==================== pipeline_hazard_ctrl5
**pipeline_hazard_ctrl5: M3 wires**

Scale bar: 50 microns.
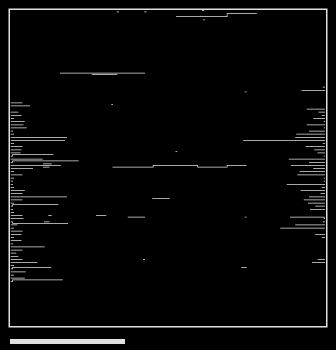

==> config.mk <==
export PLATFORM = sky130hd
export DESIGN_NAME = pipeline_hazard_ctrl5
export DESIGN_NICKNAME = d
export VERILOG_FILES = /design/src/rtl/pipeline_hazard_ctrl5_pkg.sv /design/src/rtl/hazard_lu_detect.sv /design/src/rtl/pipeline_hazard_ctrl5.sv
export SDC_FILE = /design/constraint.sdc
export NUM_CORES = 1
export LEC_CHECK = 0
export CAP_MARGIN = 20
export CORE_UTILIZATION = 30
export DETAILED_ROUTE_END_ITERATION = 7
export SYNTH_ARGS = -nofsm -noshare
export SYNTH_HDL_FRONTEND = slang
export SYNTH_SLANG_ARGS = --single-unit
==> constraint.sdc <==
create_clock -name clk -period 7 [get_ports clk]
set_input_delay 1.4 -clock clk [delete_from_list [all_inputs] [get_ports clk]]
set_output_delay 1.4 -clock clk [all_outputs]
set_load 0.01 [all_outputs]
==> src/rtl/pipeline_hazard_ctrl5_pkg.sv <==
// Shared definitions for the pipeline hazard controller: FSM states,
// register-file constants and the load-detect rule.
package pipeline_hazard_ctrl5_pkg;

    typedef enum logic [1:0] {
        HZ_RUN,
        HZ_IWAIT,
        HZ_IKILL,
        HZ_IREDIR
    } hz_state_t;

    localparam logic [4:0] REG_X0 = 5'd0;

    function automatic logic is_load(input logic [2:0] dm_rd_ctrl);
        return dm_rd_ctrl != 3'd0;
    endfunction

endpackage

==> src/rtl/hazard_lu_detect.sv <==
// Load-use hazard compare: a load in IDR or EXB whose destination is read
// by the instruction entering IDR.
module hazard_lu_detect
    import pipeline_hazard_ctrl5_pkg::*;
(
    input  logic [4:0] rs1_IF,
    input  logic [4:0] rs2_IF,
    input  logic [4:0] rd_IDR,
    input  logic [4:0] rd_EXB,
    input  logic [2:0] dm_rd_ctrl_IDR,
    input  logic [2:0] dm_rd_ctrl_EXB,
    output logic       lu
);

    logic hit_idr;
    logic hit_exb;

    // x0 is never a real producer, so a load targeting it cannot create a hazard.
    always_comb begin
        hit_idr = is_load(dm_rd_ctrl_IDR) && (rd_IDR != REG_X0) &&
                  ((rd_IDR == rs1_IF) || (rd_IDR == rs2_IF));
        hit_exb = is_load(dm_rd_ctrl_EXB) && (rd_EXB != REG_X0) &&
                  ((rd_EXB == rs1_IF) || (rd_EXB == rs2_IF));
        lu      = hit_idr || hit_exb;
    end

endmodule

==> src/rtl/pipeline_hazard_ctrl5.sv <==
// Central stall/flush/redirect controller for the 5-stage pipeline, with a
// fetch-wait FSM that turns EXB branch decisions into one clean PC redirect.
module pipeline_hazard_ctrl5
    import pipeline_hazard_ctrl5_pkg::*;
#(
    parameter int XLEN  = 64,
    parameter int CNT_W = 32
) (
    input  logic             clk,
    input  logic             reset,
    input  logic [4:0]       rs1_IF,
    input  logic [4:0]       rs2_IF,
    input  logic [4:0]       rd_IDR,
    input  logic [4:0]       rd_EXB,
    input  logic [2:0]       dm_rd_ctrl_IDR,
    input  logic [2:0]       dm_rd_ctrl_EXB,
    input  logic             branch_taken_EXB,
    input  logic [XLEN-1:0]  branch_target_EXB,
    input  logic             imem_req,
    input  logic             imem_ready,
    input  logic             dmem_req_MEM,
    input  logic             dmem_ready,
    output logic             stall_IF,
    output logic             stall_IDR,
    output logic             stall_EXB,
    output logic             stall_EXA,
    output logic             stall_MEM,
    output logic             flush_IDR,
    output logic             flush_EXB,
    output logic             flush_WB,
    output logic             redirect_valid,
    output logic [XLEN-1:0]  redirect_pc,
    output logic [CNT_W-1:0] stall_cycles
);

    hz_state_t        state_q, state_d;
    logic [XLEN-1:0]  pc_q, pc_d;
    logic             br_done_q, br_done_d;
    logic [CNT_W-1:0] stall_cycles_q, stall_cycles_d;

    logic lu;
    logic dw;
    logic br_ok;
    logic br_accept;
    logic fetch_stall;
    logic fetch_flush;
    logic redir_c;

    hazard_lu_detect u_lu_detect (
        .rs1_IF         (rs1_IF),
        .rs2_IF         (rs2_IF),
        .rd_IDR         (rd_IDR),
        .rd_EXB         (rd_EXB),
        .dm_rd_ctrl_IDR (dm_rd_ctrl_IDR),
        .dm_rd_ctrl_EXB (dm_rd_ctrl_EXB),
        .lu             (lu)
    );

    // br_done_q blocks a branch that stays asserted after its redirect was taken.
    always_comb begin
        dw    = dmem_req_MEM && !dmem_ready;
        br_ok = branch_taken_EXB && !lu && !dw && !br_done_q;
    end

    always_comb begin
        state_d     = state_q;
        pc_d        = pc_q;
        br_accept   = 1'b0;
        fetch_stall = 1'b0;
        fetch_flush = 1'b0;
        redir_c     = 1'b0;
        case (state_q)
            HZ_RUN: begin
                if (br_ok) begin
                    br_accept   = 1'b1;
                    fetch_flush = 1'b1;
                    if (imem_req && !imem_ready) begin
                        pc_d    = branch_target_EXB;
                        state_d = HZ_IKILL;
                    end else begin
                        redir_c = 1'b1;
                    end
                end else if (imem_req && !imem_ready) begin
                    state_d = HZ_IWAIT;
                end
            end
            HZ_IWAIT: begin
                fetch_stall = 1'b1;
                fetch_flush = 1'b1;
                if (br_ok) begin
                    br_accept = 1'b1;
                    pc_d      = branch_target_EXB;
                    // A word returning with the branch is wrong-path: skip IKILL.
                    state_d   = imem_ready ? HZ_IREDIR : HZ_IKILL;
                end else if (imem_ready) begin
                    state_d = HZ_RUN;
                end
            end
            HZ_IKILL: begin
                fetch_stall = 1'b1;
                fetch_flush = 1'b1;
                if (imem_ready) begin
                    state_d = HZ_IREDIR;
                end
            end
            HZ_IREDIR: begin
                redir_c     = 1'b1;
                fetch_flush = 1'b1;
                if (!dw) begin
                    state_d = HZ_RUN;
                end
            end
            default: state_d = HZ_RUN;
        endcase
        br_done_d      = branch_taken_EXB && (br_done_q || br_accept);
        stall_cycles_d = stall_cycles_q + CNT_W'(stall_IF);
    end

    // Outputs are forced low while reset is asserted; a stalled IDR never
    // takes a flush from the fetch side.
    always_comb begin
        stall_IF       = reset && (fetch_stall || lu || dw);
        stall_IDR      = reset && (lu || dw);
        stall_EXB      = reset && dw;
        stall_EXA      = reset && dw;
        stall_MEM      = reset && dw;
        flush_IDR      = reset && fetch_flush && !lu && !dw;
        flush_EXB      = reset && lu && !dw;
        flush_WB       = reset && dw;
        redirect_valid = reset && redir_c;
        redirect_pc    = (state_q == HZ_RUN) ? branch_target_EXB : pc_q;
        stall_cycles   = stall_cycles_q;
    end

    always_ff @(posedge clk or negedge reset) begin
        if (!reset) begin
            state_q        <= HZ_RUN;
            pc_q           <= '0;
            br_done_q      <= 1'b0;
            stall_cycles_q <= '0;
        end else begin
            state_q        <= state_d;
            pc_q           <= pc_d;
            br_done_q      <= br_done_d;
            stall_cycles_q <= stall_cycles_d;
        end
    end

endmodule

==================== vram_fill
File: src/rtl/vram_pkg.sv
`default_nettype none
// +--------------------------------------------------------------------+
// | vram_pkg                                                           |
// | Shared framebuffer geometry, VRAM word packing and fill states.    |
// | Revision: 1.0                                                      |
// +--------------------------------------------------------------------+
package vram_pkg;

   localparam int FB_WIDTH_DEF  = 480;
   localparam int FB_HEIGHT_DEF = 136;
   localparam int VRAM_ADDR_W   = 16;
   localparam int VRAM_DATA_W   = 16;
   localparam int COLOR_W       = 12;
   localparam int CMD_W         = 10;

   typedef enum logic [1:0] {
      ST_IDLE  = 2'd0,
      ST_SETUP = 2'd1,
      ST_FILL  = 2'd2,
      ST_DONE  = 2'd3
   } fill_state_t;

   // 12-bit {B,G,R} colour placed in the low bits of a VRAM word
   function automatic logic [VRAM_DATA_W-1:0] pack_pixel(input logic [COLOR_W-1:0] color);
      return {4'h0, color};
   endfunction

endpackage
`default_nettype wire

File: src/rtl/vram_fill.sv
`default_nettype none
// +--------------------------------------------------------------------+
// | vram_fill                                                          |
// | Rectangle-fill engine: one VRAM word write per clock, row-major.   |
// | Define VRAM_FILL_CLIP_EN to clip rectangles instead of rejecting.  |
// | Revision: 1.0                                                      |
// +--------------------------------------------------------------------+
module vram_fill
   import vram_pkg::*;
#(
   parameter int FB_WIDTH  = FB_WIDTH_DEF,
   parameter int FB_HEIGHT = FB_HEIGHT_DEF
) (
   input  logic                   clk,
   input  logic                   reset,
   input  logic                   cmd_valid,
   output logic                   cmd_ready,
   input  logic [CMD_W-1:0]       cmd_x,
   input  logic [CMD_W-1:0]       cmd_y,
   input  logic [CMD_W-1:0]       cmd_w,
   input  logic [CMD_W-1:0]       cmd_h,
   input  logic [COLOR_W-1:0]     cmd_color,
   output logic [VRAM_ADDR_W-1:0] vram_write_addr,
   output logic [VRAM_DATA_W-1:0] vram_write_data,
   output logic                   vram_write_en,
   output logic                   busy,
   output logic                   done,
   output logic                   err
);

   localparam logic [CMD_W:0]         c_fb_w   = (CMD_W+1)'(FB_WIDTH);
   localparam logic [CMD_W:0]         c_fb_h   = (CMD_W+1)'(FB_HEIGHT);
   localparam logic [VRAM_ADDR_W-1:0] c_stride = VRAM_ADDR_W'(FB_WIDTH);

   fill_state_t            state_q, state_d;
   logic [CMD_W-1:0]       x0_q, x0_d, y0_q, y0_d, w_q, w_d, h_q, h_d;
   logic [COLOR_W-1:0]     color_q, color_d;
   logic [CMD_W:0]         x_end_q, x_end_d, y_end_q, y_end_d;
   logic [CMD_W-1:0]       x_cnt_q, x_cnt_d, y_cnt_q, y_cnt_d;
   logic [VRAM_ADDR_W-1:0] row_base_q, row_base_d;
   logic [VRAM_ADDR_W-1:0] addr_q, addr_d;
   logic [VRAM_DATA_W-1:0] data_q, data_d;
   logic                   we_q, we_d;
   logic                   err_q, err_d;

   logic [CMD_W:0]         sum_x, sum_y, x_end_c, y_end_c;
   logic                   empty_c, bad_c, x_last, y_last;
   logic [VRAM_ADDR_W-1:0] row_base_c;

   // Bounds for the latched command; only meaningful in SETUP
   always_comb begin
      sum_x      = {1'b0, x0_q} + {1'b0, w_q};
      sum_y      = {1'b0, y0_q} + {1'b0, h_q};
      row_base_c = VRAM_ADDR_W'(y0_q) * c_stride;
`ifdef VRAM_FILL_CLIP_EN
      x_end_c = (sum_x > c_fb_w) ? c_fb_w : sum_x;
      y_end_c = (sum_y > c_fb_h) ? c_fb_h : sum_y;
      bad_c   = 1'b0;
      empty_c = ({1'b0, x0_q} >= c_fb_w) || ({1'b0, y0_q} >= c_fb_h) ||
                (x_end_c <= {1'b0, x0_q}) || (y_end_c <= {1'b0, y0_q});
`else
      x_end_c = sum_x;
      y_end_c = sum_y;
      bad_c   = (sum_x > c_fb_w) || (sum_y > c_fb_h);
      empty_c = bad_c || (w_q == '0) || (h_q == '0);
`endif
   end

   always_comb begin
      state_d    = state_q;
      x0_d       = x0_q;
      y0_d       = y0_q;
      w_d        = w_q;
      h_d        = h_q;
      color_d    = color_q;
      x_end_d    = x_end_q;
      y_end_d    = y_end_q;
      x_cnt_d    = x_cnt_q;
      y_cnt_d    = y_cnt_q;
      row_base_d = row_base_q;
      addr_d     = addr_q;
      data_d     = data_q;
      we_d       = 1'b0;
      err_d      = 1'b0;
      x_last     = (({1'b0, x_cnt_q} + 11'd1) == x_end_q);
      y_last     = (({1'b0, y_cnt_q} + 11'd1) == y_end_q);

      case (state_q)
         ST_IDLE: begin
            if (cmd_valid) begin
               x0_d    = cmd_x;
               y0_d    = cmd_y;
               w_d     = cmd_w;
               h_d     = cmd_h;
               color_d = cmd_color;
               state_d = ST_SETUP;
            end
         end
         ST_SETUP: begin
            x_end_d    = x_end_c;
            y_end_d    = y_end_c;
            x_cnt_d    = x0_q;
            y_cnt_d    = y0_q;
            row_base_d = row_base_c;
            data_d     = pack_pixel(color_q);
            if (empty_c) begin
               err_d   = bad_c;
               state_d = ST_DONE;
            end else begin
               // Counters track the pixel being presented on the write port
               we_d    = 1'b1;
               addr_d  = row_base_c + VRAM_ADDR_W'(x0_q);
               state_d = ST_FILL;
            end
         end
         ST_FILL: begin
            if (x_last && y_last) begin
               state_d = ST_DONE;
            end else if (x_last) begin
               x_cnt_d    = x0_q;
               y_cnt_d    = y_cnt_q + 10'd1;
               row_base_d = row_base_q + c_stride;
               addr_d     = row_base_q + c_stride + VRAM_ADDR_W'(x0_q);
               we_d       = 1'b1;
            end else begin
               x_cnt_d = x_cnt_q + 10'd1;
               addr_d  = row_base_q + VRAM_ADDR_W'(x_cnt_q) + 16'd1;
               we_d    = 1'b1;
            end
         end
         ST_DONE: begin
            state_d = ST_IDLE;
         end
         default: begin
            state_d = ST_IDLE;
         end
      endcase
   end

   always_ff @(posedge clk) begin
      if (reset) begin
         state_q    <= ST_IDLE;
         x0_q       <= '0;
         y0_q       <= '0;
         w_q        <= '0;
         h_q        <= '0;
         color_q    <= '0;
         x_end_q    <= '0;
         y_end_q    <= '0;
         x_cnt_q    <= '0;
         y_cnt_q    <= '0;
         row_base_q <= '0;
         addr_q     <= '0;
         data_q     <= '0;
         we_q       <= 1'b0;
         err_q      <= 1'b0;
      end else begin
         state_q    <= state_d;
         x0_q       <= x0_d;
         y0_q       <= y0_d;
         w_q        <= w_d;
         h_q        <= h_d;
         color_q    <= color_d;
         x_end_q    <= x_end_d;
         y_end_q    <= y_end_d;
         x_cnt_q    <= x_cnt_d;
         y_cnt_q    <= y_cnt_d;
         row_base_q <= row_base_d;
         addr_q     <= addr_d;
         data_q     <= data_d;
         we_q       <= we_d;
         err_q      <= err_d;
      end
   end

   assign cmd_ready       = (state_q == ST_IDLE);
   assign busy            = (state_q == ST_SETUP) || (state_q == ST_FILL);
   assign done            = (state_q == ST_DONE);
   assign err             = err_q;
   assign vram_write_addr = addr_q;
   assign vram_write_data = data_q;
   assign vram_write_en   = we_q;

endmodule
`default_nettype wire

File: config.mk
export PLATFORM = sky130hd
export DESIGN_NAME = vram_fill
export DESIGN_NICKNAME = d
export VERILOG_FILES = /design/src/rtl/vram_pkg.sv /design/src/rtl/vram_fill.sv
export SDC_FILE = /design/constraint.sdc
export NUM_CORES = 1
export LEC_CHECK = 0
export CAP_MARGIN = 20
export CORE_ASPECT_RATIO = 0.9
export CORE_MARGIN = 2
export CORE_UTILIZATION = 53
export DETAILED_ROUTE_END_ITERATION = 16
export GPL_ROUTABILITY_DRIVEN = 0
export PLACE_DENSITY = 0.88
export SLEW_MARGIN = 20
export SYNTH_ARGS = -nofsm -noshare
export SYNTH_HDL_FRONTEND = slang
export SYNTH_SLANG_ARGS = --single-unit
File: constraint.sdc
create_clock -name clk -period 3.8 [get_ports clk]
set_clock_uncertainty 0.2 [all_clocks]
set_input_delay 0.57 -clock clk [delete_from_list [all_inputs] [get_ports clk]]
set_output_delay 0.57 -clock clk [all_outputs]
set_load 0.1 [all_outputs]
==================== nanov_uart_tx_flat
<file path="src/rtl/nanov_uart_tx_if.sv">
// CPU-side store bus of the nanov UART transmitter.
// master = CPU (drives the store strobe), slave = the transmitter.
interface nanov_uart_tx_if;
    logic [31:0] data_in;
    logic        store_in;
    logic        busy;
    logic        overflow;

    modport master (
        output data_in,
        output store_in,
        input  busy,
        input  overflow
    );

    modport slave (
        input  data_in,
        input  store_in,
        output busy,
        output overflow
    );
endinterface

</file>
<file path="src/rtl/nanov_uart_tx.sv">
// 8N1 UART transmitter fed by CPU stores. NANOV_UART_FIFO_EN selects a 4-entry
// FIFO queue; without it the queue is a single holding register.
module nanov_uart_tx #(
    parameter int CLKS_PER_BIT = 16
) (
    input  logic              clk,
    input  logic              rstn,
    nanov_uart_tx_if.slave    bus,
    output logic              uart_tx
);

    localparam int CW = $clog2(CLKS_PER_BIT);
    localparam logic [CW-1:0] CNT_LAST = CW'(CLKS_PER_BIT - 1);

    typedef enum logic [1:0] {
        IDLE,
        START,
        DATA,
        STOP
    } state_e;

    state_e          state_q, state_d;
    logic [CW-1:0]   cnt_q, cnt_d;
    logic [2:0]      bit_idx_q, bit_idx_d;
    logic [7:0]      shift_q, shift_d;
    logic            uart_tx_q, uart_tx_d;
    logic            busy_q, busy_d;
    logic            overflow_q, overflow_d;

    logic            q_full;
    logic            q_empty;
    logic [7:0]      q_head;
    logic            q_nonempty_d;
    logic            bit_end;
    logic            pop;
    logic            push;

    // Only the low byte of the store bus is payload.
    logic            unused_upper;
    assign unused_upper = ^bus.data_in[31:8];

    assign bit_end = (cnt_q == CNT_LAST);
    assign pop     = (state_q == IDLE) && !q_empty;
    assign push    = bus.store_in && (!q_full || pop);

`ifdef NANOV_UART_FIFO_EN
    logic [7:0] mem_q [4];
    logic [7:0] mem_d [4];
    logic [1:0] rd_ptr_q, rd_ptr_d;
    logic [1:0] wr_ptr_q, wr_ptr_d;
    logic [2:0] count_q, count_d;

    assign q_full  = (count_q == 3'd4);
    assign q_empty = (count_q == 3'd0);
    assign q_head  = mem_q[rd_ptr_q];

    always_comb begin
        mem_d    = mem_q;
        rd_ptr_d = rd_ptr_q;
        wr_ptr_d = wr_ptr_q;
        if (push) begin
            mem_d[wr_ptr_q] = bus.data_in[7:0];
            wr_ptr_d        = wr_ptr_q + 2'd1;
        end
        if (pop) begin
            rd_ptr_d = rd_ptr_q + 2'd1;
        end
        count_d = count_q + 3'(push) - 3'(pop);
    end

    assign q_nonempty_d = (count_d != 3'd0);

    always_ff @(posedge clk) begin
        if (!rstn) begin
            for (int i = 0; i < 4; i++) begin
                mem_q[i] <= '0;
            end
            rd_ptr_q <= '0;
            wr_ptr_q <= '0;
            count_q  <= '0;
        end else begin
            mem_q    <= mem_d;
            rd_ptr_q <= rd_ptr_d;
            wr_ptr_q <= wr_ptr_d;
            count_q  <= count_d;
        end
    end
`else
    logic [7:0] hold_q, hold_d;
    logic       valid_q, valid_d;

    assign q_full  = valid_q;
    assign q_empty = !valid_q;
    assign q_head  = hold_q;

    // A push in the same cycle as the pop refills the register immediately.
    always_comb begin
        hold_d  = hold_q;
        valid_d = valid_q;
        if (pop) begin
            valid_d = 1'b0;
        end
        if (push) begin
            hold_d  = bus.data_in[7:0];
            valid_d = 1'b1;
        end
    end

    assign q_nonempty_d = valid_d;

    always_ff @(posedge clk) begin
        if (!rstn) begin
            hold_q  <= '0;
            valid_q <= 1'b0;
        end else begin
            hold_q  <= hold_d;
            valid_q <= valid_d;
        end
    end
`endif

    always_ff @(posedge clk) begin
        if (!rstn) begin
            state_q <= IDLE;
        end else begin
            state_q <= state_d;
        end
    end

    always_comb begin
        state_d = state_q;
        case (state_q)
            IDLE:    if (pop) state_d = START;
            START:   if (bit_end) state_d = DATA;
            DATA:    if (bit_end && (bit_idx_q == 3'd7)) state_d = STOP;
            STOP:    if (bit_end) state_d = IDLE;
            default: state_d = IDLE;
        endcase
    end

    // Line level is derived from the next state so uart_tx comes straight off a flop.
    always_comb begin
        cnt_d     = cnt_q;
        bit_idx_d = bit_idx_q;
        shift_d   = shift_q;
        case (state_q)
            IDLE: begin
                cnt_d     = '0;
                bit_idx_d = '0;
                if (pop) shift_d = q_head;
            end
            DATA: begin
                cnt_d = bit_end ? '0 : cnt_q + CW'(1);
                if (bit_end) begin
                    shift_d   = {1'b0, shift_q[7:1]};
                    bit_idx_d = bit_idx_q + 3'd1;
                end
            end
            default: cnt_d = bit_end ? '0 : cnt_q + CW'(1);
        endcase

        case (state_d)
            START:   uart_tx_d = 1'b0;
            DATA:    uart_tx_d = shift_d[0];
            default: uart_tx_d = 1'b1;
        endcase

        busy_d     = (state_d != IDLE) || q_nonempty_d;
        overflow_d = overflow_q || (bus.store_in && q_full && !pop);
    end

    always_ff @(posedge clk) begin
        if (!rstn) begin
            cnt_q      <= '0;
            bit_idx_q  <= '0;
            shift_q    <= '0;
            uart_tx_q  <= 1'b1;
            busy_q     <= 1'b0;
            overflow_q <= 1'b0;
        end else begin
            cnt_q      <= cnt_d;
            bit_idx_q  <= bit_idx_d;
            shift_q    <= shift_d;
            uart_tx_q  <= uart_tx_d;
            busy_q     <= busy_d;
            overflow_q <= overflow_d;
        end
    end

    assign uart_tx      = uart_tx_q;
    assign bus.busy     = busy_q;
    assign bus.overflow = overflow_q;

endmodule

</file>
<file path="src/flat_wrapper.sv">
// flat-port wrapper written by rule: the top's interface ports become plain ports
module nanov_uart_tx_flat 
#(
    parameter int CLKS_PER_BIT = 16
)
  (clk, rstn, uart_tx, bus_data_in, bus_store_in, bus_busy, bus_overflow);
  nanov_uart_tx_if bus_i ();
  input  logic clk;
  input  logic rstn;
  output logic uart_tx;
  input wire logic [$bits(bus_i.data_in)-1:0] bus_data_in;
  input wire logic [$bits(bus_i.store_in)-1:0] bus_store_in;
  output wire logic [$bits(bus_i.busy)-1:0] bus_busy;
  output wire logic [$bits(bus_i.overflow)-1:0] bus_overflow;
  assign bus_i.data_in = bus_data_in;
  assign bus_i.store_in = bus_store_in;
  assign bus_busy = bus_i.busy;
  assign bus_overflow = bus_i.overflow;
  nanov_uart_tx #(.CLKS_PER_BIT(CLKS_PER_BIT)) u_core (.clk(clk), .rstn(rstn), .bus(bus_i), .uart_tx(uart_tx));
endmodule
</file>
<file path="config.mk">
export PLATFORM = sky130hd
export DESIGN_NAME = nanov_uart_tx_flat
export DESIGN_NICKNAME = d
export VERILOG_FILES = /design/src/rtl/nanov_uart_tx_if.sv /design/src/rtl/nanov_uart_tx.sv /design/src/flat_wrapper.sv
export SDC_FILE = /design/constraint.sdc
export NUM_CORES = 1
export LEC_CHECK = 0
export CORE_MARGIN = 2
export CORE_UTILIZATION = 52
export CTS_BUF_LIST = sky130_fd_sc_hd__clkbuf_4 sky130_fd_sc_hd__clkbuf_8
export DETAILED_ROUTE_END_ITERATION = 8
export PLACE_DENSITY = 0.87
export SLEW_MARGIN = 20
export SYNTH_ARGS = -nofsm -noshare
export SYNTH_HDL_FRONTEND = slang
export SYNTH_SLANG_ARGS = --single-unit
</file>
<file path="constraint.sdc">
create_clock -name clk -period 2.4 [get_ports clk]
set_input_delay 0.24 -clock clk [delete_from_list [all_inputs] [get_ports clk]]
set_output_delay 0.24 -clock clk [all_outputs]
set_load 0.01 [all_outputs]
</file>
==================== seq_detect_ctrl
--- src/rtl/seq_detect_ctrl.sv ---
// Programmable serial pattern detector with Mealy match pulse, match counter and run sequencing.
// Optional no-match watchdog is compiled in when the TIMEOUT_EN macro is defined.
module seq_detect_ctrl #(
  parameter int PAT_W   = 4,
  parameter int CNT_W   = 8,
  parameter int TMO_W   = 16,
  parameter int TMO_LIM = 1000
) (
  input  logic                     clk,
  input  logic                     rst,
  input  logic                     cfg_wr,
  input  logic [PAT_W-1:0]         cfg_pattern,
  input  logic [$clog2(PAT_W):0]   cfg_len,
  input  logic                     cfg_overlap,
  input  logic [CNT_W-1:0]         cfg_target,
  input  logic                     start,
  input  logic                     abort,
  input  logic                     in,
  input  logic                     in_valid,
  output logic                     match,
  output logic [CNT_W-1:0]         match_cnt,
  output logic                     busy,
  output logic                     done,
  output logic                     timeout
);

  localparam int LEN_W = $clog2(PAT_W) + 1;

  typedef enum logic [1:0] {
    IDLE = 2'd0,
    RUN  = 2'd1,
    DONE = 2'd2
  } state_t;

  state_t             state_r, state_nx_s;
  logic [PAT_W-1:0]   pattern_r;
  logic [LEN_W-1:0]   len_r;
  logic               overlap_r;
  logic [CNT_W-1:0]   target_r;
  logic [PAT_W-2:0]   hist_r;
  logic [LEN_W-1:0]   fill_r;
  logic [CNT_W-1:0]   cnt_r;
  logic               busy_r;
  logic               done_r;

  logic [PAT_W-1:0]   window_s;
  logic [PAT_W-1:0]   mask_s;
  logic [LEN_W-1:0]   len_m1_s;
  logic [CNT_W-1:0]   cnt_inc_s;
  logic               len_ok_s;
  logic               consume_s;
  logic               match_s;
  logic               go_s;
  logic               tgt_hit_s;
  logic               tmo_hit_s;

  assign window_s  = {hist_r, in};
  assign len_m1_s  = len_r - LEN_W'(1);
  assign len_ok_s  = (len_r != '0) && (len_r <= LEN_W'(PAT_W));
  assign consume_s = (state_r == RUN) && in_valid && !abort;
  assign match_s   = consume_s && (fill_r >= len_m1_s) &&
                     (((window_s ^ pattern_r) & mask_s) == '0);
  assign cnt_inc_s = cnt_r + CNT_W'(1);
  assign tgt_hit_s = match_s && (target_r != '0) && (cnt_inc_s == target_r);
  // Abort dominates start; a re-arm from DONE does not re-check the length.
  assign go_s      = start && !abort &&
                     (((state_r == IDLE) && len_ok_s) || (state_r == DONE));

  // Compare mask: only the low len bits of the window take part in a match.
  always_comb begin
    mask_s = '0;
    for (int i = 0; i < PAT_W; i++) begin
      if (i < int'(len_r)) begin
        mask_s[i] = 1'b1;
      end else begin
        mask_s[i] = 1'b0;
      end
    end
  end

  // Next-state logic for the run controller.
  always_comb begin
    state_nx_s = state_r;
    case (state_r)
      IDLE: begin
        if (go_s) begin
          state_nx_s = RUN;
        end else begin
          state_nx_s = IDLE;
        end
      end
      RUN: begin
        if (abort) begin
          state_nx_s = IDLE;
        end else if (tgt_hit_s || tmo_hit_s) begin
          state_nx_s = DONE;
        end else begin
          state_nx_s = RUN;
        end
      end
      DONE: begin
        if (abort) begin
          state_nx_s = IDLE;
        end else if (go_s) begin
          state_nx_s = RUN;
        end else begin
          state_nx_s = DONE;
        end
      end
      default: state_nx_s = IDLE;
    endcase
  end

  // State, configuration, history and counter registers.
  always_ff @(posedge clk) begin
    if (rst) begin
      state_r   <= IDLE;
      pattern_r <= '0;
      len_r     <= '0;
      overlap_r <= 1'b0;
      target_r  <= '0;
      hist_r    <= '0;
      fill_r    <= '0;
      cnt_r     <= '0;
      busy_r    <= 1'b0;
      done_r    <= 1'b0;
    end else begin
      state_r <= state_nx_s;
      busy_r  <= (state_nx_s == RUN);
      done_r  <= (state_nx_s == DONE);
      if (cfg_wr && (state_r != RUN)) begin
        pattern_r <= cfg_pattern;
        len_r     <= cfg_len;
        overlap_r <= cfg_overlap;
        target_r  <= cfg_target;
      end
      if (go_s) begin
        hist_r <= '0;
        fill_r <= '0;
        cnt_r  <= '0;
      end else if (consume_s) begin
        hist_r <= window_s[PAT_W-2:0];
        // Non-overlap restarts the fill so consecutive matches never share bits.
        if (match_s && !overlap_r) begin
          fill_r <= '0;
        end else if (fill_r != LEN_W'(PAT_W)) begin
          fill_r <= fill_r + LEN_W'(1);
        end
        if (match_s) begin
          cnt_r <= cnt_inc_s;
        end
      end
    end
  end

`ifdef TIMEOUT_EN
  logic [TMO_W-1:0] wdog_r;
  logic [TMO_W-1:0] wdog_inc_s;
  logic             timeout_r;

  assign wdog_inc_s = wdog_r + TMO_W'(1);
  assign tmo_hit_s  = consume_s && !match_s && (wdog_inc_s == TMO_W'(TMO_LIM));

  // No-match watchdog; the timeout flag lives only as long as the DONE it caused.
  always_ff @(posedge clk) begin
    if (rst) begin
      wdog_r    <= '0;
      timeout_r <= 1'b0;
    end else begin
      if (go_s || match_s) begin
        wdog_r <= '0;
      end else if (consume_s) begin
        wdog_r <= wdog_inc_s;
      end
      timeout_r <= (state_nx_s == DONE) &&
                   (tmo_hit_s || ((state_r == DONE) && timeout_r));
    end
  end

  assign timeout = timeout_r;
`else
  logic unused_tmo_s;

  assign unused_tmo_s = (TMO_LIM > TMO_W);
  assign tmo_hit_s    = 1'b0;
  assign timeout      = 1'b0;
`endif

  assign match     = match_s;
  assign match_cnt = cnt_r;
  assign busy      = busy_r;
  assign done      = done_r;

endmodule

--- config.mk ---
export PLATFORM = sky130hd
export DESIGN_NAME = seq_detect_ctrl
export DESIGN_NICKNAME = d
export VERILOG_FILES = /design/src/rtl/seq_detect_ctrl.sv
export SDC_FILE = /design/constraint.sdc
export NUM_CORES = 1
export LEC_CHECK = 0
export CORE_UTILIZATION = 40
export DETAILED_ROUTE_END_ITERATION = 7
export HOLD_SLACK_MARGIN = 0.12
export SLEW_MARGIN = 20
export SYNTH_ARGS = -nofsm -noshare
export SYNTH_HDL_FRONTEND = slang
export SYNTH_SLANG_ARGS = --single-unit
--- constraint.sdc ---
create_clock -name clk -period 2.6 [get_ports clk]
set_input_delay 0.52 -clock clk [delete_from_list [all_inputs] [get_ports clk]]
set_output_delay 0.52 -clock clk [all_outputs]
set_load 0.01 [all_outputs]
**seq_detect_ctrl: a small window of the routed layout**

Scale bar: 5 microns. Region (7, 42) to (27, 62) microns. Cells in grey, sequential cells in the stronger grey; small squares are vias.
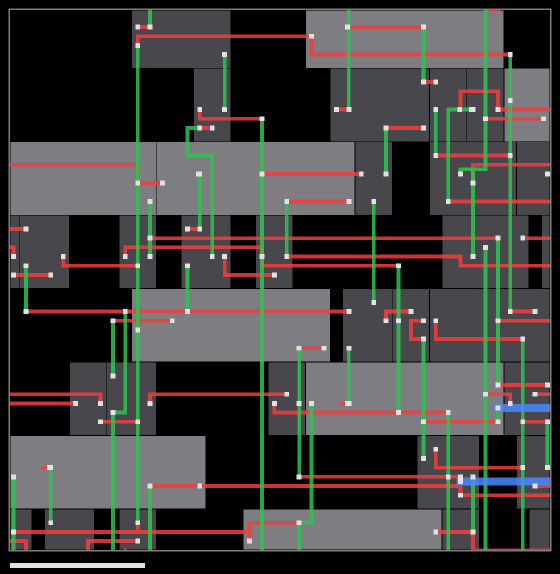
legend:
  M3:
    colour: blue
  M2:
    colour: green
  M1:
    colour: red
netlist names of flops here include: target_r (6), match_cnt (1)
cells with their middle in the window: 32
most frequent: nand2_1 (11), dfxtp_1 (7), a21oi_1 (5)
sequential cells in the window: 7

==> notes.md, seq_detect_ctrl <==
Implementation status.

- The leading register cell type out of synthesis is dfxtp_1.
- The latest clock arrival within the worst-skew pair is 0.29 ns.
- For this design the top-level I/O count stands at 35.
- The highest attainable clock frequency is 401.6 MHz.
- The post-cts hold buffer count is 0.
- In this run, the number of DRC markers left after iteration 0 of detailed routing was 94.
- According to the cell report, flip-flops and latches in the layout number 34.
- The number of enable flip-flop cells is 0.
- Routed signal wires occupy layers up through met4.
- The number of cells in Yosys stat is 211.
- The post-synthesis share of cell area spent on xor and xnor gates is 10.27%.
- The x dimension of the die is 68.91 microns.
- The area growth from synthesis to layout is 28.65%.
- The flow ran to the end, and the final reports show no timing, DRC or antenna violations.
- The worst supply voltage drop on vdd is 0.3122 mV.
## seq_detect_ctrl: worst max-delay path, stage by stage (launching register included)
cell and delay, ns:
dfxtp_1 0.37, inv_1 0.09, ha_1 0.28, ha_1 0.28
a21o_1 0.17, a21oi_2 0.16, nor2_2 0.06, dlygate4sd2_1 0.28
## seq_detect_ctrl: worst paths after layout
path / from / cells after the start / endpoint / slack, ns
hold reg to reg: overlap_r / 2 / overlap_r / 0.46
setup reg to reg: len_r[1] / 9 / fill_r[2] / 0.48
hold / removal: overlap_r / 2 / overlap_r / 0.46
setup / recovery: len_r[1] / 7 / match / 0.11
## seq_detect_ctrl: power by group
group / internal, uW / leakage, uW / switching, uW
registers: 537 / 0.000277 / 15.4
logic: 73.6 / 0.000537 / 66.5
clock network: 214 / 0.0000482 / 192
## seq_detect_ctrl: per-stage QoR
stage | utilization (%) | total power [uW] | area (sq um)
4_1_cts | 55.59 | 1117 | 2303
3_3_place_gp | 53.23 | 703.4 | 2206
6_report | 55.59 | 1098 | 2303
2_1_floorplan | - | 643.5 | 1790
5_1_grt | 55.59 | 1156 | 2303
3_5_place_dp | 53.23 | 704.1 | 2206
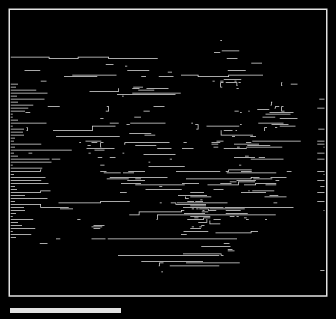
**Above:** vram_fill (M3 wires).
Scale bar: 50 microns.
longest straight run: 58.2 microns
nets with wire on the layer: 210

==> notes.md, vram_fill <==
Implementation status.

- The compound-gate portion of the synthesized area is 20.38%.
- The global-route wire length before repair is 41.50 mm.
- Among the stages of the critical path, the cell type that occurs most often is fa_1.
- The finished cells cover 11,430 sq um.
- The synthesis report lists the most area-consuming cells as dfxtp_1 30%, nand2_1 7.6%, ha_1 7.3%.
- In the layout the commonest cells are 186 x nand2_1, 134 x dfxtp_1, 108 x a21oi_1.
- In this run the count of I/O pins placed on the die edge is 92.
- The count of buffers from port buffering is 87.
- The run finished, with violations left.
- Across all hold checks on the routed design, the worst slack comes to 0.2503 ns.
- From the final report, the count of setup violators was given as 1.
- The worst path setup slack after routing is -0.02018 ns.
- The register with the most flip-flops in the layout has 16 of them.
- The checks that failed: negative setup slack.
- Headroom to the max-slew limit came out at 33.16%.
- Of the total power, registers draw 22.9%.
- The count of instances resized after the clock tree is built is 17.
- The area of the chip is 18,440 sq um.
- Looking at the VDD voltage map, the peak drop is 0.4107 mV.
- The non-filler instance count after layout is 1,537.
- After detailed routing, the total wire length is 26.16 mm.
## vram_fill: how the worst min path moves through the flow
| stage | from | endpoint | slack [ns] | cells after the start |
|---|---|---|---|---|
| CTS | vram_write_addr[6] | vram_write_addr[6] | 0.25 | 2 |
| finish | vram_write_addr[6] | vram_write_addr[6] | 0.25 | 2 |
| floorplan | color_q[0] | color_q[0] | 0.24 | 2 |
| global placement | vram_write_addr[7] | vram_write_addr[7] | 0.24 | 2 |
| global route | vram_write_addr[0] | vram_write_addr[0] | 0.27 | 2 |
| detailed placement | vram_write_addr[7] | vram_write_addr[7] | 0.25 | 2 |
## vram_fill: layout make-up
type                       count  share of cell area (%)
tap                          235                   2.572
timing repair buffer         158                   12.54
sequential                   137                   24.07
multi-input combinational    917                   53.77
inverter                      59                   1.937
clock buffer                  20                   3.908
clock inverter                11                   1.204
## vram_fill: cells by family after synthesis
logic type,after synthesis
xor+xnor,76
fa+ha+maj,73
buf+inv,126
flops,137
mux,40
compound gates,291
other cells,1
simple gates,433
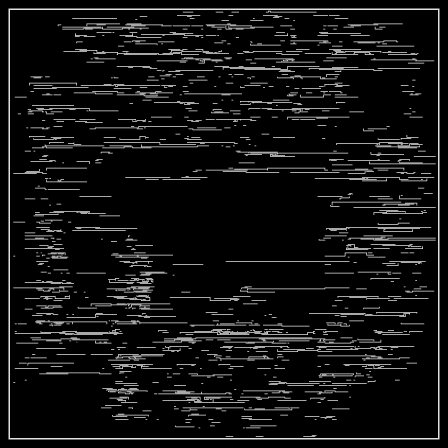
**Above:** pipeline_hazard_ctrl5 (the metal 1 layer).
longest straight run: 39.6 microns
nets with wire on the layer: 587
wire length on this layer: 5,630 microns
main direction: horizontal

About 'M3 wires' of pipeline_hazard_ctrl5:
main direction: horizontal
longest straight run: 36.6 microns
nets with wire on the layer: 109

==> notes.md, pipeline_hazard_ctrl5 <==
Implementation status.

- The start point of the worst hold path is stall_cycles[31].
- The CTS report gives the tree buffer count as 9.
- The maximum single-stage delay on the critical path is 0.55 ns.
- The worst VDD IR drop from the latest analysis is 0.1790 mV.
- The commonest cells after synthesis are 99 x dfrtp_1, 65 x mux2_2, 64 x mux2_4.
- The number of antenna cells inserted is 0.
- Leaving out fill and tap cells, the most frequent cells in the layout are 200 x clkdlybuf4s50_1, 99 x dfrtp_1, 65 x mux2_2.
- The post-synthesis mux area share is 31.05%.
- The number of enable flip-flop cells is 0.
- The TritonCTS clock tree is done.
- Setup repair after global routing left no endpoint under its margin.
- In the global route stage, overall resource usage came out at 14.51%.
- The max-slew violation total from the final report is 0.
- The global-route wire length before repair is 20.94 mm.
- The initial core utilization is 30.53%.
- The number of nets in the synthesized netlist is 509.
- The setup slack of the worst register-to-register path is 3.64 ns.
- The clock period minus worst slack is 5.185 ns.
- The cell with the largest stage delay on the worst path is clkdlybuf4s50_1.
- The post-detailed-route DRC marker count is 0.
- The setup skew after layout is 0.008285 ns.
- The leakage component of the power is 0.003336 uW.
- The average cell area after synthesis is 13.54 sq um.
- The final wirelength is 13.90 mm.
- After synthesis, the largest area contributor takes up 45.17% of total cell area.
- The flow ran to the end, and the final reports show no timing, DRC or antenna violations.
- The total number of cells along the worst setup path is 8.
- The finished design was reported to have a net count of 706.
- Entering global routing, the biggest net connects 68 pins.
- The most common logic cell in the final layout is clkdlybuf4s50_1.
## pipeline_hazard_ctrl5: per-stage QoR
step                worst slack (ns)  total power [uW]  instances  hold WS [ns]
floorplan                      2.925              1928        405        0.4423
global placement               1.825              2624        820        0.4600
detailed placement             1.807              2658        820        0.4716
CTS                            1.798              3192        836        0.4803
global route                   1.647              3332        836        0.5177
finish                         1.815              3152        836        0.4744
## pipeline_hazard_ctrl5: area by class of cell
cell class | count | share of cell area (%)
multi-input combinational | 283 | 35.79
sequential | 99 | 31.07
timing repair buffer | 203 | 25.55
tap | 229 | 3.593
clock buffer | 12 | 3.091
clock inverter | 4 | 0.6276
inverter | 6 | 0.2824
## pipeline_hazard_ctrl5: flip-flops by register name, indices dropped and copies added, names as in the netlist
register / cells
stall_cycles: 32
state_q: 2
pc_q: 64
br_done_q: 1
## pipeline_hazard_ctrl5: power by group through the flow
| stage | Sequential (uW) | Combinational [uW] | Clock, uW |
|---|---|---|---|
| after floorplan | 895 | 1030 | 0 |
| after global placement | 913 | 1710 | 0 |
| after global routing | 948 | 1840 | 547 |
| after CTS | 919 | 1750 | 527 |
| after detailed placement | 925 | 1730 | 0 |
| final | 920 | 1720 | 508 |
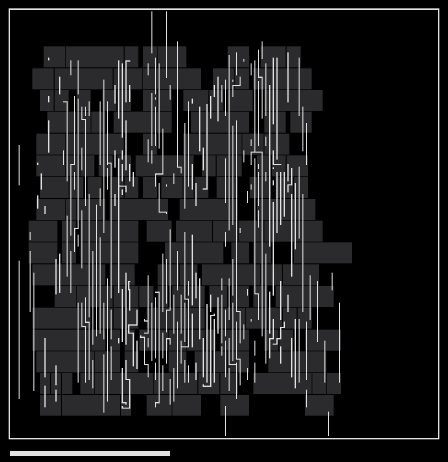
**Above:** nanov_uart_tx_flat (signal wires on met2).
Scale bar: 20 microns.
wire length on this layer: 1,290 microns
share of all routed wire: 49%
main direction: vertical
nets with wire on the layer: 137
longest straight run: 23.8 microns

==> notes.md, nanov_uart_tx_flat <==
Implementation status.

- The layout cell share with drive strength beyond 1 is 6.452%.
- The report puts the hold buffer count at CTS at 0.
- The routing usage on met2 is 33.54%.
- The max-slew violation total from the final report is 0.
- The post-synthesis share of cell area spent on xor and xnor gates is 2.065%.
- The launch point of the worst reg-to-reg path is u_core.cnt_q[0].
- Summed over all routing layers, the global router reports a total usage of 22.71%.
- In this run the vertical extent of the chip is 53.47 microns.
- The clock tree root driver cell is clkbuf_4.
- The leakage component of the power is 0.0005175 uW.
- The synthesized design contains 0 enable-type register cells.
- The first detailed-routing pass took 4 iterations.
- The length of routed met3 wiring is 206 microns.
- The I/O pin total is 38.
- The core region is 2255 sq um.
- The final total negative setup slack is 0 ns.
- The run finished with clean final reports.
- The report gives the cell count of the worst hold path as 1.
- The busiest layer in global routing is met2.
- The worst-case clock buffer depth is 2.
[nanov_uart_tx_flat: per-stage QoR]
| stage | setup WS [ns] | area [sq um] | hold WS (ns) |
|---|---|---|---|
| 2_1_floorplan | 1.141 | 1272 | 0.3111 |
| 3_3_place_gp | 0.8601 | 1378 | 0.4292 |
| 3_5_place_dp | 0.7782 | 1378 | 0.4414 |
| 4_1_cts | 0.7663 | 1438 | 0.4540 |
| 5_1_grt | 0.6506 | 1438 | 0.4620 |
| 6_report | 0.7357 | 1438 | 0.4598 |
[nanov_uart_tx_flat: kinds of logic (layout without fill, tap and decap cells)]
group	after synthesis	in the layout
xor+xnor	3	3
simple gates	41	41
flops	29	29
compound gates	53	53
fa+ha+maj	3	3
buf+inv	17	26
[nanov_uart_tx_flat: worst max-delay path: stages (launching register included)]
cell and delay, ns:
dfxtp_1 0.37, ha_1 0.27, nand3_1 0.35, or3_1 0.45, a21oi_1 0.15
[nanov_uart_tx_flat: area by class of cell]
cell class	count	area, sq um
Clock buffer	8	60.06
Multi-Input combinational cell	100	613.1
Inverter	5	18.77
Timing Repair Buffer	13	130.1
Fill cell	211	817.0
Tap cell	28	35.03
Sequential cell	29	580.6

==================== dsp48a1_op_sequencer
[config.mk]
export PLATFORM = sky130hd
export DESIGN_NAME = dsp48a1_op_sequencer
export DESIGN_NICKNAME = d
export VERILOG_FILES = /design/src/rtl/dsp48a1_op_sequencer.sv
export SDC_FILE = /design/constraint.sdc
export NUM_CORES = 1
export LEC_CHECK = 0
export CORE_MARGIN = 2
export CORE_UTILIZATION = 30
export CTS_BUF_LIST = sky130_fd_sc_hd__clkbuf_4 sky130_fd_sc_hd__clkbuf_8 sky130_fd_sc_hd__clkbuf_16
export CTS_CLUSTER_DIAMETER = 200
export DETAILED_ROUTE_END_ITERATION = 16
export GPL_TIMING_DRIVEN = 0
export MAX_ROUTING_LAYER = met4
export PLACE_DENSITY = 0.68
export SLEW_MARGIN = 20
export SYNTH_ARGS = -nofsm -noshare
export SYNTH_HDL_FRONTEND = slang
export SYNTH_SLANG_ARGS = --single-unit
[constraint.sdc]
create_clock -name clk -period 3.6 [get_ports clk]
set_input_delay 0.72 -clock clk [delete_from_list [all_inputs] [get_ports clk]]
set_output_delay 0.72 -clock clk [all_outputs]
set_load 0.005 [all_outputs]
[src/rtl/dsp48a1_op_sequencer.sv]
// Sequencer driving one DSP48A1 slice: accepts a request, holds the operands while the
// fully-registered pipeline fills, fires CEP once, and presents P/CARRYOUT to the consumer.
//
// state | meaning
// IDLE  | waiting for a request or a P clear; operand registers hold last values
// CLR   | one-cycle RSTP pulse to zero the P register before an accumulate chain
// RUN   | slice clock enables high while the pipeline fills; CEP on the final edge
// RESP  | result valid, waiting for the consumer
module dsp48a1_op_sequencer #(
    parameter int LATENCY = 4
) (
    input  logic        clk,
    input  logic        rst,
    input  logic        req_valid,
    output logic        req_ready,
    input  logic [1:0]  req_op,
    input  logic [17:0] req_a,
    input  logic [17:0] req_b,
    input  logic [17:0] req_d,
    input  logic [47:0] req_c,
    input  logic        req_carryin,
    input  logic        acc_clr,
    output logic        rsp_valid,
    input  logic        rsp_ready,
    output logic [47:0] rsp_p,
    output logic        rsp_carryout,
    output logic        busy,
    output logic [17:0] dsp_a,
    output logic [17:0] dsp_b,
    output logic [17:0] dsp_d,
    output logic [47:0] dsp_c,
    output logic        dsp_carryin,
    output logic [7:0]  dsp_opmode,
    output logic        dsp_ce,
    output logic        dsp_cep,
    output logic        dsp_rstp,
    input  logic [47:0] dsp_p,
    input  logic        dsp_carryout
);

    typedef enum logic [1:0] {
        IDLE = 2'd0,
        CLR  = 2'd1,
        RUN  = 2'd2,
        RESP = 2'd3
    } state_t;

    localparam logic [3:0] CNT_LAST = 4'(LATENCY - 1);

    state_t     state, state_nxt;
    logic [3:0] cnt, cnt_nxt;
    logic       load;

    // Bit 5 of OPMODE carries the per-request carry-in value.
    function automatic logic [7:0] opmode_of(input logic [1:0] op, input logic cin);
        logic [7:0] m;
        case (op)
            2'd0:    m = 8'b0001_1101;
            2'd1:    m = 8'b1000_1101;
            2'd2:    m = 8'b0000_0001;
            default: m = 8'b0001_1001;
        endcase
        m[5] = cin;
        return m;
    endfunction

    always_ff @(posedge clk or posedge rst) begin
        if (rst) begin
            state       <= IDLE;
            cnt         <= '0;
            dsp_a       <= '0;
            dsp_b       <= '0;
            dsp_d       <= '0;
            dsp_c       <= '0;
            dsp_carryin <= 1'b0;
            dsp_opmode  <= '0;
        end else begin
            state <= state_nxt;
            cnt   <= cnt_nxt;
            if (load) begin
                dsp_a       <= req_a;
                dsp_b       <= req_b;
                dsp_d       <= req_d;
                dsp_c       <= req_c;
                dsp_carryin <= req_carryin;
                dsp_opmode  <= opmode_of(req_op, req_carryin);
            end
        end
    end

    always_comb begin
        state_nxt = state;
        cnt_nxt   = cnt;
        load      = 1'b0;
        req_ready = 1'b0;
        dsp_ce    = 1'b0;
        dsp_cep   = 1'b0;
        dsp_rstp  = 1'b0;
        rsp_valid = 1'b0;
        case (state)
            IDLE: begin
                req_ready = ~rst & ~acc_clr;
                if (acc_clr) begin
                    state_nxt = CLR;
                end else if (req_valid && req_ready) begin
                    load      = 1'b1;
                    cnt_nxt   = '0;
                    state_nxt = RUN;
                end
            end
            CLR: begin
                dsp_rstp  = 1'b1;
                state_nxt = IDLE;
            end
            RUN: begin
                dsp_ce = 1'b1;
                // P must capture exactly once so accumulate ops add a single product.
                if (cnt == CNT_LAST) begin
                    dsp_cep   = 1'b1;
                    state_nxt = RESP;
                end else begin
                    cnt_nxt = cnt + 4'd1;
                end
            end
            RESP: begin
                rsp_valid = 1'b1;
                if (rsp_ready) state_nxt = IDLE;
            end
            default: state_nxt = IDLE;
        endcase
    end

    assign busy         = (state != IDLE);
    assign rsp_p        = rsp_valid ? dsp_p : 48'd0;
    assign rsp_carryout = rsp_valid & dsp_carryout;

endmodule

==> notes.md <==
Implementation status.

- The number of H-tree branching levels is 4.
- The synthesized design contains 0 enable-type register cells.
- The tally of yosys warning messages is 0.
- The final total negative setup slack is 0 ns.
- The power share of the combinational group is 44.1%.
- The flow ran to the end, and the final reports show no timing, DRC or antenna violations.
- The uppermost layer routed is met4.
- Post-CTS repair changed the size of 0 cells.
- The core footprint is 15,830 sq um.
- The class of the tightest hold or removal check is register to register.
- The die is 131.2 microns tall.
- For met3 alone, demand over resource in global routing was 5.633%.
- The timing report gives the clock slew at the launch and capture registers of the worst setup and hold paths as 0.05 ns.
- After floorplanning, the die was sized to cover 17,220 sq um.
- Leaving out fill and tap cells, the most frequent cells in the layout are 322 x clkdlybuf4s50_1, 114 x dfrtp_1, 67 x mux2_2.
- Per the post-route antenna check, the number of violating nets is 0.
- The first global-routing pass estimated 24.29 mm of wire.
- The synthesis area per yosys is 4857 sq um.
- The final report gives the standard cell area, fillers excluded, as 8961 sq um.
- The total of fill cells in the finished design is 1,309.
- The leading register cell type out of synthesis is dfrtp_1.
- The area fraction of the largest cell type after synthesis is 58.73%.
- The via density per instance is 4.472.
- The critical path capture point type is an output port.
- The number of non-clock inverters is 6.
- The layout cell share with drive strength beyond 1 is 18.45%.
- The cell with the most instances after synthesis is dfrtp_1.
- The final-stage net count is 851.
- The busiest layer in global routing is met2.
- The number of hold buffers added after CTS was 0.
- The number of cells in Yosys stat is 343.
- The number of placed instances with taps included is 885.
- In this run the mean area of a mapped cell was 14.16 sq um.
- The tally of clock buffers in the finished layout is 20.
- The worst path setup slack after routing is 0.6507 ns.
- The register with the most flip-flops in the final layout is dsp_c.
- After detailed routing, the number of remaining DRC violations is 0.
- The post-CTS setup-driven buffer insertion count is 0.
- For reference, the placement row count at floorplan is 46.
## cells by family (layout without fill, tap and decap cells)
| group | Yosys count | after routing | synth area share [%] |
|---|---|---|---|
| mux | 105 | 105 | 24.86 |
| fa+ha+maj | 4 | 4 | 1.030 |
| flops | 114 | 114 | 58.73 |
| other cells | 1 | 2 | 0.07721 |
| xor+xnor | 1 | 1 | 0.1804 |
| simple gates | 69 | 69 | 8.990 |
| compound gates | 14 | 14 | 1.674 |
| buf+inv | 35 | 390 | 4.456 |
## worst max-delay path, delay by kind of cell, from the launching register on
family                 cells  cell delay (ns)
and+or+nand+nor            1             0.21
DFF                        1             0.33
buffers and inverters      3             1.28
## final timing paths
kind                       slack, ns     startpoint       endpoint  cells after the start
max                             0.65       state[1]      rsp_p[16]                      4
max reg2reg                     1.66       state[0]       dsp_c[6]                      7
min                             0.48  dsp_opmode[0]  dsp_opmode[0]                      1
min reg2reg                     0.48  dsp_opmode[0]  dsp_opmode[0]                      1
min in group asynchronous       0.79            rst       state[0]                      2
max in group asynchronous       2.06            rst       dsp_b[5]                      4
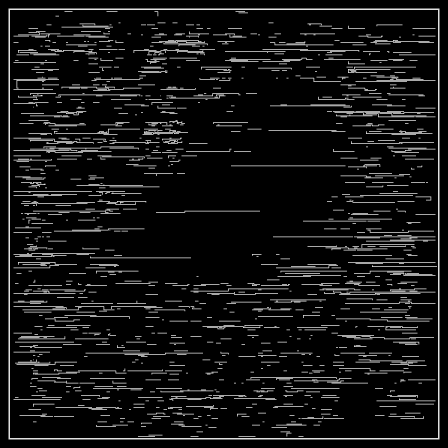
**Above:** dsp48a1_op_sequencer (the metal 1 layer).
share of all routed wire: 39%
main direction: horizontal
nets with wire on the layer: 730
longest straight run: 35.0 microns
wire length on this layer: 5,960 microns

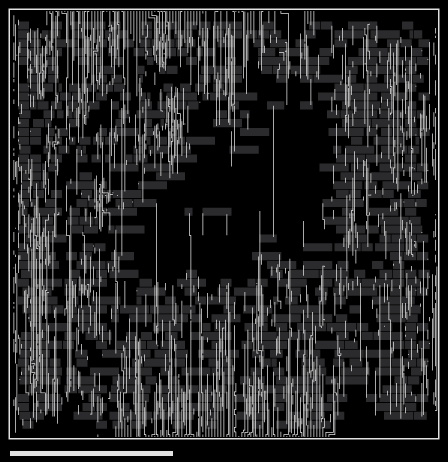
**Above:** dsp48a1_op_sequencer (signal wires on met2).
Scale bar: 50 microns.
wire length on this layer: 7,930 microns
longest straight run: 53.2 microns
main direction: vertical
nets with wire on the layer: 771



==> screenshots <==
Metal 4.
shot_01.png
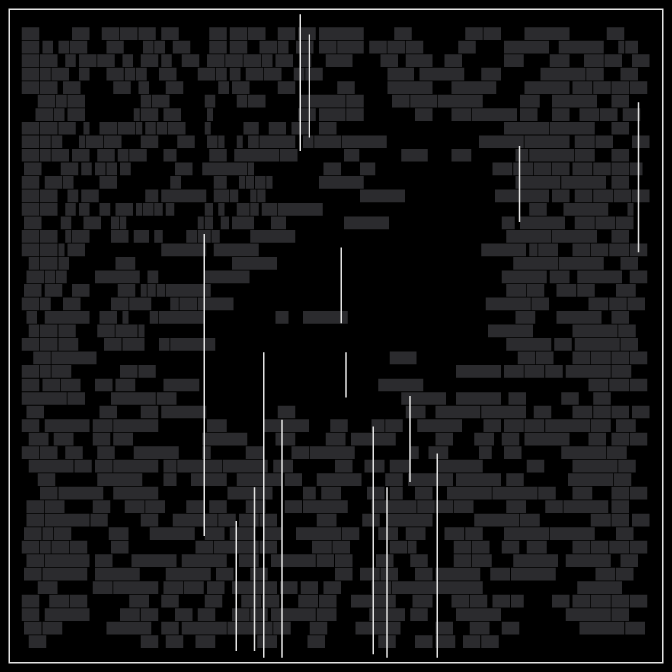
shot_02.png
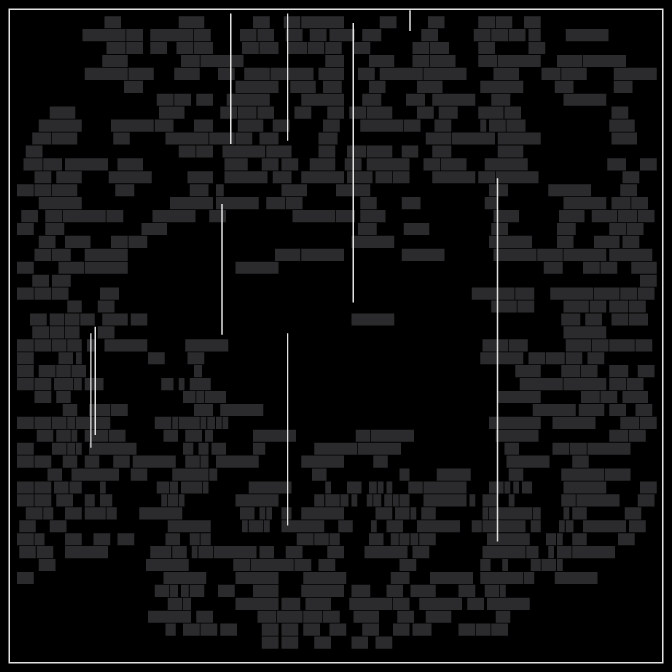
shot_03.png
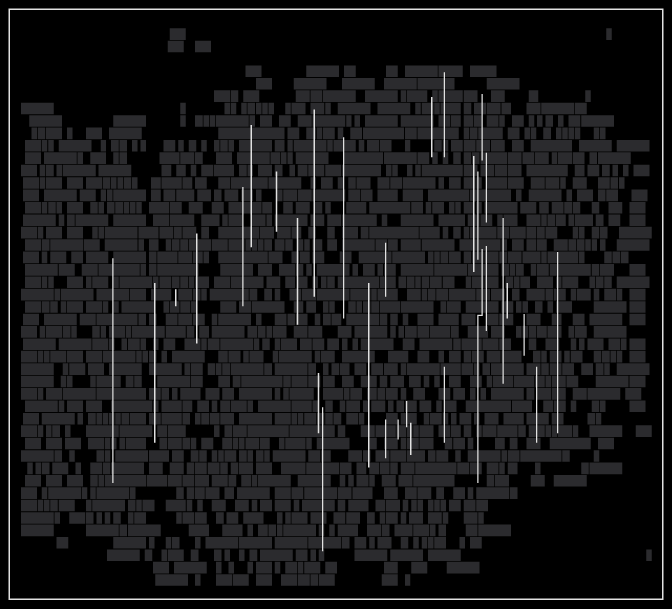
shot_03.png comes from vram_fill.
shot_01.png comes from dsp48a1_op_sequencer.
shot_02.png comes from pipeline_hazard_ctrl5.

Key to shot_02.png:
wire length on this layer: 306 microns
share of all routed wire: 2.2%
nets with wire on the layer: 7
main direction: vertical
longest straight run: 76.2 microns

Power and IR drop assume default switching activity.
